# design 1

Fig. 1: design 1, metal 2
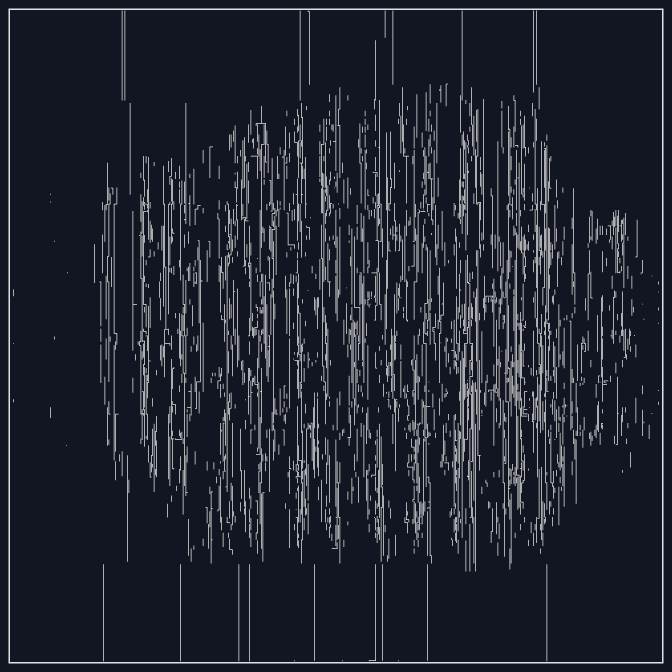

===== src/rtl/uart_tx_word_feeder.sv =====
// ---------------------------------------------------------------------------
// uart_tx_word_feeder
//
// Purpose:
//   This is the upstream feeder for the UART byte transmitter in the MIPS
//   debug path. It queues 32-bit debug words in a small circular FIFO. It then
//   hands the bytes of each word to the transmitter, least-significant byte
//   first, using a level-based ready/done handshake.
//
// Ports:
//   clk          system clock (only clock)
//   reset        asynchronous, active-high reset
//   i_wr         push i_word this cycle
//   i_word       word to send (DATA_BITS*WORD_BYTES bits)
//   o_full       FIFO holds FIFO_DEPTH words
//   o_empty      FIFO holds no words
//   o_overflow   one-cycle pulse after a push was dropped because the FIFO was full
//   o_busy       FSM not idle, or words still queued
//   o_tx_ready   registered request: byte on o_tx_data is valid
//   o_tx_data    registered byte to transmit
//   i_tx_done    transmitter idle flag (falls when a frame starts, rises when idle)
// ---------------------------------------------------------------------------
module uart_tx_word_feeder #(
  parameter int DATA_BITS  = 8,
  parameter int WORD_BYTES = 4,
  parameter int FIFO_DEPTH = 8
) (
  input  logic                            clk,
  input  logic                            reset,
  input  logic                            i_wr,
  input  logic [DATA_BITS*WORD_BYTES-1:0] i_word,
  output logic                            o_full,
  output logic                            o_empty,
  output logic                            o_overflow,
  output logic                            o_busy,
  output logic                            o_tx_ready,
  output logic [DATA_BITS-1:0]            o_tx_data,
  input  logic                            i_tx_done
);

  localparam int WORD_W = DATA_BITS * WORD_BYTES;
  localparam int PTR_W  = (FIFO_DEPTH > 1) ? $clog2(FIFO_DEPTH) : 1;
  localparam int CNT_W  = $clog2(FIFO_DEPTH) + 1;
  localparam int IDX_W  = (WORD_BYTES > 1) ? $clog2(WORD_BYTES) : 1;

  localparam logic [CNT_W-1:0] CNT_FULL = CNT_W'(FIFO_DEPTH);
  localparam logic [IDX_W-1:0] IDX_LAST = IDX_W'(WORD_BYTES - 1);

  typedef enum logic [1:0] {
    ST_IDLE,
    ST_SEND,
    ST_RELEASE
  } state_t;

  state_t               r_state;
  logic [WORD_W-1:0]    r_mem [FIFO_DEPTH];
  logic [PTR_W-1:0]     r_rd_ptr;
  logic [PTR_W-1:0]     r_wr_ptr;
  logic [CNT_W-1:0]     r_count;
  logic [WORD_W-1:0]    r_word;
  logic [IDX_W-1:0]     r_idx;
  logic                 r_overflow;
  logic                 r_tx_ready;
  logic [DATA_BITS-1:0] r_tx_data;

  logic                 w_push;
  logic                 w_pop;
  logic [WORD_W-1:0]    w_head;
  logic [IDX_W-1:0]     w_idx_next;
  logic [DATA_BITS-1:0] w_word_bytes [WORD_BYTES];

  // Flags come straight from the registered count, so they never glitch on inputs.
  assign o_full     = (r_count == CNT_FULL);
  assign o_empty    = (r_count == '0);
  assign o_overflow = r_overflow;
  assign o_busy     = (r_state != ST_IDLE) || !o_empty;
  assign o_tx_ready = r_tx_ready;
  assign o_tx_data  = r_tx_data;

  // A full FIFO refuses the push even when a pop happens in the same cycle.
  assign w_push     = i_wr && !o_full;
  assign w_pop      = (r_state == ST_IDLE) && !o_empty;
  assign w_head     = r_mem[r_rd_ptr];
  assign w_idx_next = r_idx + IDX_W'(1);

  // Split the held word into a byte array so the next byte is a plain index.
  for (genvar g = 0; g < WORD_BYTES; g++) begin : g_bytes
    assign w_word_bytes[g] = r_word[g*DATA_BITS +: DATA_BITS];
  end

  // Storage needs no reset: reset clears the count and the pointers, which
  // makes every stale entry unreachable.
  always_ff @(posedge clk) begin
    if (w_push) begin
      r_mem[r_wr_ptr] <= i_word;
    end
  end

  // FIFO bookkeeping. Pointers wrap naturally because the depth is a power of 2.
  always_ff @(posedge clk or posedge reset) begin
    if (reset) begin
      r_rd_ptr   <= '0;
      r_wr_ptr   <= '0;
      r_count    <= '0;
      r_overflow <= 1'b0;
    end else begin
      r_overflow <= i_wr && o_full;
      if (w_push) begin
        r_wr_ptr <= r_wr_ptr + PTR_W'(1);
      end
      if (w_pop) begin
        r_rd_ptr <= r_rd_ptr + PTR_W'(1);
      end
      if (w_push && !w_pop) begin
        r_count <= r_count + CNT_W'(1);
      end else if (w_pop && !w_push) begin
        r_count <= r_count - CNT_W'(1);
      end
    end
  end

  // Byte sequencer. The byte is loaded into o_tx_data only when the FSM
  // enters SEND. The head word's low byte is used directly on the pop, because
  // r_word is loaded on that same edge.
  always_ff @(posedge clk or posedge reset) begin
    if (reset) begin
      r_state    <= ST_IDLE;
      r_word     <= '0;
      r_idx      <= '0;
      r_tx_ready <= 1'b0;
      r_tx_data  <= '0;
    end else begin
      case (r_state)
        ST_IDLE: begin
          if (w_pop) begin
            r_word     <= w_head;
            r_idx      <= '0;
            r_tx_data  <= w_head[DATA_BITS-1:0];
            r_tx_ready <= 1'b1;
            r_state    <= ST_SEND;
          end
        end
        ST_SEND: begin
          // A falling done flag means the transmitter has latched the byte.
          if (!i_tx_done) begin
            r_tx_ready <= 1'b0;
            r_state    <= ST_RELEASE;
          end
        end
        ST_RELEASE: begin
          if (i_tx_done) begin
            if (r_idx == IDX_LAST) begin
              r_state <= ST_IDLE;
            end else begin
              r_idx      <= w_idx_next;
              r_tx_data  <= w_word_bytes[w_idx_next];
              r_tx_ready <= 1'b1;
              r_state    <= ST_SEND;
            end
          end
        end
        default: begin
          r_state    <= ST_IDLE;
          r_tx_ready <= 1'b0;
        end
      endcase
    end
  end

endmodule


===== config.mk =====
export PLATFORM = sky130hd
export DESIGN_NAME = uart_tx_word_feeder
export DESIGN_NICKNAME = d
export VERILOG_FILES = /design/src/rtl/uart_tx_word_feeder.sv
export SDC_FILE = /design/constraint.sdc
export NUM_CORES = 1
export LEC_CHECK = 0
export ABC_AREA = 1
export CAP_MARGIN = 20
export CORE_MARGIN = 3
export CORE_UTILIZATION = 27
export DETAILED_ROUTE_END_ITERATION = 10
export PLACE_DENSITY_LB_ADDON = 0.3
export RECOVER_POWER = 100
export REMOVE_ABC_BUFFERS = 1
export SLEW_MARGIN = 10
export SYNTH_ARGS = -nofsm -noshare
export SYNTH_HDL_FRONTEND = slang
export SYNTH_SLANG_ARGS = --single-unit

===== constraint.sdc =====
create_clock -name clk -period 6.8 [get_ports clk]
set_input_delay 1.36 -clock clk [delete_from_list [all_inputs] [get_ports clk]]
set_output_delay 1.36 -clock clk [all_outputs]
set_load 0.005 [all_outputs]

# design 2

File: config.mk
export PLATFORM = sky130hd
export DESIGN_NAME = serial_compare_ctrl
export DESIGN_NICKNAME = d
export VERILOG_FILES = /design/src/rtl/serial_compare_ctrl.sv
export SDC_FILE = /design/constraint.sdc
export NUM_CORES = 1
export LEC_CHECK = 0
export CORE_UTILIZATION = 45
export CTS_BUF_LIST = sky130_fd_sc_hd__clkbuf_4
export DETAILED_ROUTE_END_ITERATION = 10
export GPL_TIMING_DRIVEN = 0
export PLACE_DENSITY = 0.77
export SYNTH_ARGS = -nofsm -noshare
export SYNTH_HDL_FRONTEND = slang
export SYNTH_SLANG_ARGS = --single-unit
export TNS_END_PERCENT = 10
File: constraint.sdc
create_clock -name clk -period 1.7 [get_ports clk]
set_clock_uncertainty 0.2 [all_clocks]
set_input_delay 0.425 -clock clk [delete_from_list [all_inputs] [get_ports clk]]
set_output_delay 0.425 -clock clk [all_outputs]
set_load 0.05 [all_outputs]
File: src/rtl/serial_compare_ctrl.sv
// ---------------------------------------------------------------------------
// serial_compare_ctrl
//  Sequencer that time-shares one external 2-bit cascadable comparator slice
//  to compare two WIDTH-bit unsigned operands, MSB pair first. Operands are
//  latched on an accepted start. One bit pair is presented per cycle, and the
//  slice EQ/GT outputs are fed back as the next cascade inputs. The final
//  result is reported as registered eq/gt/lt together with a one-cycle done.
//
//  Parameters
//   WIDTH         operand width in bits (even, >= 2); N = WIDTH/2 slice pairs
//
//  Ports
//   clk, rst_n    rising-edge clock, asynchronous active-low reset
//   start         request, accepted only while ready=1
//   a_in, b_in    operands, sampled with an accepted start
//   ready         1 in IDLE (combinational from state)
//   slice_a/b     bit pair of the latched operands driven to the slice
//   slice_eq_in   cascade eq input to the slice
//   slice_gt_in   cascade gt input to the slice
//   slice_eq_out  slice EQ result
//   slice_gt_out  slice GT result
//   done          one-cycle pulse, result valid
//   eq/gt/lt      registered one-hot result, held until the next done
//
//  Build option
//   SERIAL_CMP_EARLY_EXIT_EN  when defined, RUN ends at the first differing
//                             pair instead of always scanning all N pairs.
// ---------------------------------------------------------------------------
module serial_compare_ctrl #(
   parameter int unsigned WIDTH = 8
) (
   input  logic             clk,
   input  logic             rst_n,
   input  logic             start,
   input  logic [WIDTH-1:0] a_in,
   input  logic [WIDTH-1:0] b_in,
   output logic             ready,
   output logic [1:0]       slice_a,
   output logic [1:0]       slice_b,
   output logic             slice_eq_in,
   output logic             slice_gt_in,
   input  logic             slice_eq_out,
   input  logic             slice_gt_out,
   output logic             done,
   output logic             eq,
   output logic             gt,
   output logic             lt
);

   localparam int unsigned N     = WIDTH / 2;
   localparam int unsigned IDX_W = (N > 1) ? $clog2(N) : 1;

   typedef enum logic [1:0] {
      S_IDLE = 2'd0,
      S_RUN  = 2'd1,
      S_DONE = 2'd2
   } state_t;

   state_t             r_state;
   state_t             w_state_nxt;
   logic [WIDTH-1:0]   r_a;
   logic [WIDTH-1:0]   r_b;
   logic [IDX_W-1:0]   r_idx;
   logic               r_eq;
   logic               r_gt;
   logic               r_done;
   logic               r_res_eq;
   logic               r_res_gt;
   logic               r_res_lt;
   logic               w_accept;
   logic               w_run;
   logic               w_last;
   logic               w_early;
   logic [1:0]         w_pair_a;
   logic [1:0]         w_pair_b;

   // Early exit: a differing pair already decides the result.
`ifdef SERIAL_CMP_EARLY_EXIT_EN
   assign w_early = ~slice_eq_out;
`else
   assign w_early = 1'b0;
`endif

   assign w_run = (r_state == S_RUN);

   // State register
   always_ff @(posedge clk or negedge rst_n) begin
      if (!rst_n) begin
         r_state <= S_IDLE;
      end else begin
         r_state <= w_state_nxt;
      end
   end

   // Next-state logic and per-cycle control strobes
   always_comb begin
      w_state_nxt = r_state;
      w_accept    = 1'b0;
      w_last      = 1'b0;
      case (r_state)
         S_IDLE: begin
            if (start) begin
               w_accept    = 1'b1;
               w_state_nxt = S_RUN;
            end
         end
         S_RUN: begin
            w_last = (r_idx == '0) | w_early;
            if (w_last) begin
               w_state_nxt = S_DONE;
            end
         end
         S_DONE: begin
            w_state_nxt = S_IDLE;
         end
         default: begin
            w_state_nxt = S_IDLE;
         end
      endcase
   end

   // Select the current bit pair from the latched operands
   always_comb begin
      w_pair_a = 2'b00;
      w_pair_b = 2'b00;
      for (int i = 0; i < int'(N); i++) begin
         if (r_idx == IDX_W'(i)) begin
            w_pair_a = r_a[2*i +: 2];
            w_pair_b = r_b[2*i +: 2];
         end
      end
   end

   // Operand latch, pair index, cascade accumulators and result registers
   always_ff @(posedge clk or negedge rst_n) begin
      if (!rst_n) begin
         r_a      <= '0;
         r_b      <= '0;
         r_idx    <= '0;
         r_eq     <= 1'b1;
         r_gt     <= 1'b0;
         r_done   <= 1'b0;
         r_res_eq <= 1'b0;
         r_res_gt <= 1'b0;
         r_res_lt <= 1'b0;
      end else begin
         r_done <= 1'b0;
         if (w_accept) begin
            r_a   <= a_in;
            r_b   <= b_in;
            r_idx <= IDX_W'(N - 1);
            r_eq  <= 1'b1;
            r_gt  <= 1'b0;
         end else if (w_run) begin
            r_eq <= slice_eq_out;
            r_gt <= slice_gt_out;
            if (w_last) begin
               // Result captured on the same edge as the final cascade step
               r_done   <= 1'b1;
               r_res_eq <= slice_eq_out;
               r_res_gt <= slice_gt_out;
               r_res_lt <= ~slice_eq_out & ~slice_gt_out;
            end else begin
               r_idx <= r_idx - IDX_W'(1);
            end
         end
      end
   end

   // Slice drive: idle values keep the slice in a neutral cascade state
   assign slice_a     = w_run ? w_pair_a : 2'b00;
   assign slice_b     = w_run ? w_pair_b : 2'b00;
   assign slice_eq_in = w_run ? r_eq : 1'b1;
   assign slice_gt_in = w_run ? r_gt : 1'b0;

   assign ready = (r_state == S_IDLE);
   assign done  = r_done;
   assign eq    = r_res_eq;
   assign gt    = r_res_gt;
   assign lt    = r_res_lt;

endmodule
Fig. 2: design 2, gate-type map
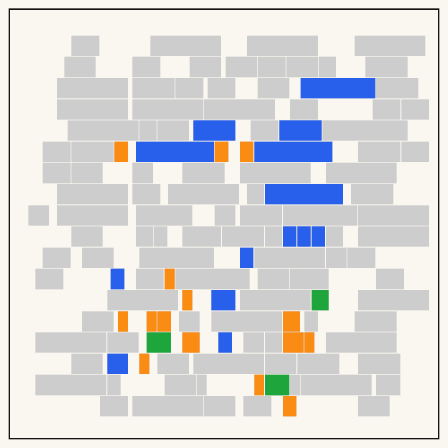
legend:
  blue:
    family: inverting AOI/OAI gates
    cells: 14
    most_used: o21ai_0
  orange:
    family: NAND gates
    cells: 15
    most_used: nand2_1
  green:
    family: AND and OR gates
    cells: 3
    most_used: and2_4

==> out/qor.yml, design 2 <==
status: "complete, but fails checks"
violations: "setup timing"
fin_ws_ns: -0.7545
avgSynthCellArea_um2: 12.73
power_mw: 4.074
cp-end-kind: "output port"
yosys-top-cells-count: "dfrtp_1 (25), mux2_2 (9), mux2_4 (9)"
setup_viol: 8
place_congestion: 0.7959
async_reset_ff_share_pct: 100.0
area_delta_synth_final_pct: 45.08
sh_comb_area_pct: 37.92
synth_warnings: 0
grt_pass1_wl_um: 4043
sequentialPowerShare_pct: 29.0
rows: 18
clk_latency_ns: 0.33
m1WireLength_um: 1180
synth_area_mm2: 0.001260
synth_flops: 26
cpPeakStageDelay_ns: 0.49
peakVddDrop_mv: 1.369
drt-initial-drc-count: 7
comb_cells: 64
grt_pass1_vias: 899
yosys_area_mm2: 0.001260
layout.nets: 161
==> design 2: final timing paths <==
path	start	endpoint	slack (ns)
worst max-delay path	r_idx[0]$_DFFE_PN0P_	slice_b[0]	-0.75
min in group clk	r_eq$_DFFE_PN1P_	r_eq$_DFFE_PN1P_	0.31
worst min register to register	r_eq$_DFFE_PN1P_	r_eq$_DFFE_PN1P_	0.31
worst max register to register	r_idx[0]$_DFFE_PN0P_	eq$_DFFE_PN0P_	0.01
max in group asynchronous	rst_n	r_idx[1]$_DFFE_PN0P_	0.32
worst min-delay path	rst_n	done$_DFF_PN0_	0.22
==> design 2: kinds of logic (layout without fill, tap and decap cells) <==
| kind of cell | Yosys count | after routing | share of synthesized area, % |
|---|---|---|---|
| AOI/OAI and AO/OA | 15 | 15 | 8.640 |
| buffers and inverters | 9 | 44 | 4.667 |
| adders and majority gates | 5 | 5 | 4.965 |
| and+or+nand+nor | 26 | 26 | 11.22 |
| DFF | 26 | 26 | 51.74 |
| muxes | 18 | 18 | 18.77 |
==> design 2: registers in the layout, indices dropped and copies added, names as in the netlist <==
name	flops
r_idx	2
r_gt	1
r_eq	1
r_a	8
eq	1
gt	1
lt	1
done	1
r_state	2
r_b	8
Fig. 3: design 1, signal wires by layer
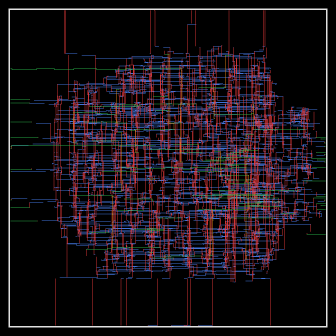
legend:
  red:
    layer: met2
    wire_length: 13,400 um
  blue:
    layer: met1
    wire_length: 14,500 um
  green:
    layer: met3
    wire_length: 1,790 um
  orange:
    layer: met4
    wire_length: 502 um
DR WL/cell: 15.88 um
GRT Util Overall: 11.99%

## Picture notes: Fig. 1
main direction: vertical
nets with wire on the layer: 902
longest straight run: 84.0 um
share of all routed wire: 44%
wire length on this layer: 13,400 um
final wirelength: 30,170 um
met2 Usage GRT: 18.33%
vias: 8,359

==> out/qor.yml, design 1 <==
status: "complete, but fails checks"
criticalPathCategory: "input pin to flop"
synth_warnings: 0
worst_slew_pin_slew_ns: 2.332
area_delta_synth_final_pct: 15.87
clock_path_buffers: 3
ys_cells: 1228
arrival_ns: 4.70
synth_area_leader_cell: "edfxtp_1"
power_mw: 6.725
rows: 79
violations: "capacitance limit, slew limit"
grt_max_degree: 89
fin_ws_ns: 2.214
drive_above_1_share_pct: 4.644
cp_top_family: "simple AND/OR/NAND/NOR gates"
min_path_cells: 2
grt_setup_unrepaired: "no"
power.switching_mw: 2.484
maxSlewViolCount: 357
place_congestion: 0.7486
stdcell_count: 1900
async_reset_ff_share_pct: 17.95
cpPeakStageDelay_ns: 1.31
slew_headroom_pct: -55.47
holdCritStartpoint: "o_tx_ready$_DFFE_PP0P_"
fin_tns_setup_ns: 0
p_per_area_mw_per_mm2: 444.4
path_buffers: 2
period_minus_slack_ns: 4.586
pg_comb_mw: 2.19
drv_cap: 11
grt_pass1_vias: 8236
seq-power_mw: 2.75
-- design 1: state kept, by name, summed over array words and instances, names as in the netlist, 2 cells and up --
signal     cells
o_tx_data      8
r_count        4
r_idx          2
r_mem        256
r_rd_ptr       3
r_state        2
r_word        32
r_wr_ptr       3
-- design 1: stage by stage --
stage	utilization [%]	hold WS, ns	cell area, um^2
CTS	32.41	0.4741	15280
global placement	29.90	0.4604	14100
detailed placement	30.10	0.4603	14190
global route	32.09	0.4882	15130
finish	32.09	0.4650	15130
floorplan	-	0.4491	12710
-- design 1: logic make-up (layout without fill, tap and decap cells) --
family	Yosys count	after routing
simple gates	613	613
buf+inv	179	243
other cells	0	1
xor+xnor	6	6
fa+ha+maj	7	7
flops	312	312
compound gates	111	111
-- design 1: final cells by class --
class	count	area, um^2
diodes	1	2.502
clock buffers	48	953.4
clock inverters	14	132.6
fillers	4697	32020
inverters	116	436.7
multi-input cells	737	3191
flip-flops and latches	312	9092
well taps	607	759.5
repair buffers	65	564.3
-- design 1: worst reg2reg max path: cells and delay by family (launching register included) --
family / cells / cell delay [ns]
and+or+nand+nor: 4 / 0.73
buffers and inverters: 3 / 2.62
DFF: 1 / 0.43
AOI/OAI and AO/OA: 1 / 0.12

==> gallery <==
Congestion heat map.
(a)
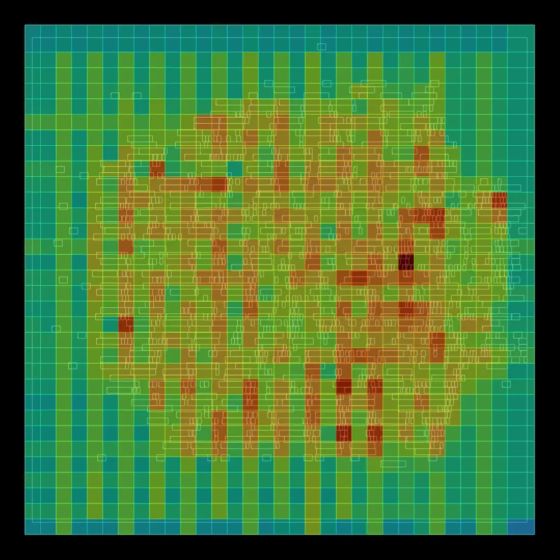
(b)
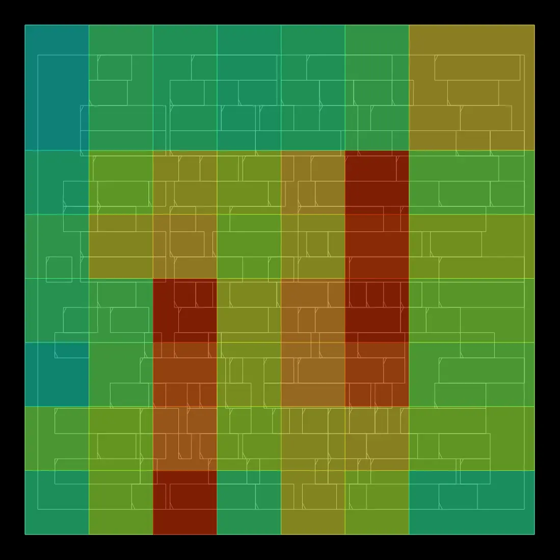
Of these, highest track usage: (b)
(b) is design 2.
(a) is design 1.



## Gallery

Placement density heat map.
panel A
23 x 23 tiles, from white (low) to dark blue (high), 0 to 100% covered.
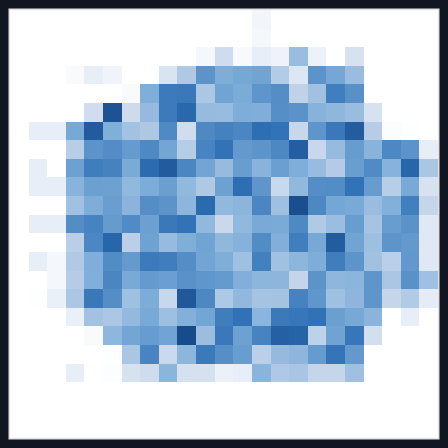
panel B
11 x 11 tiles, from white (low) to dark blue (high), 0 to 100% covered.
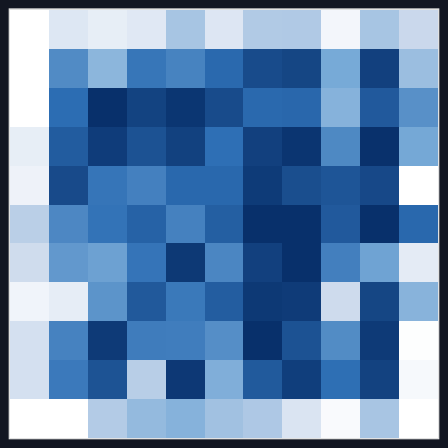
| picture | from |
|---|---|
| panel A | design 1 |
| panel B | design 2 |
- highest utilization: panel B

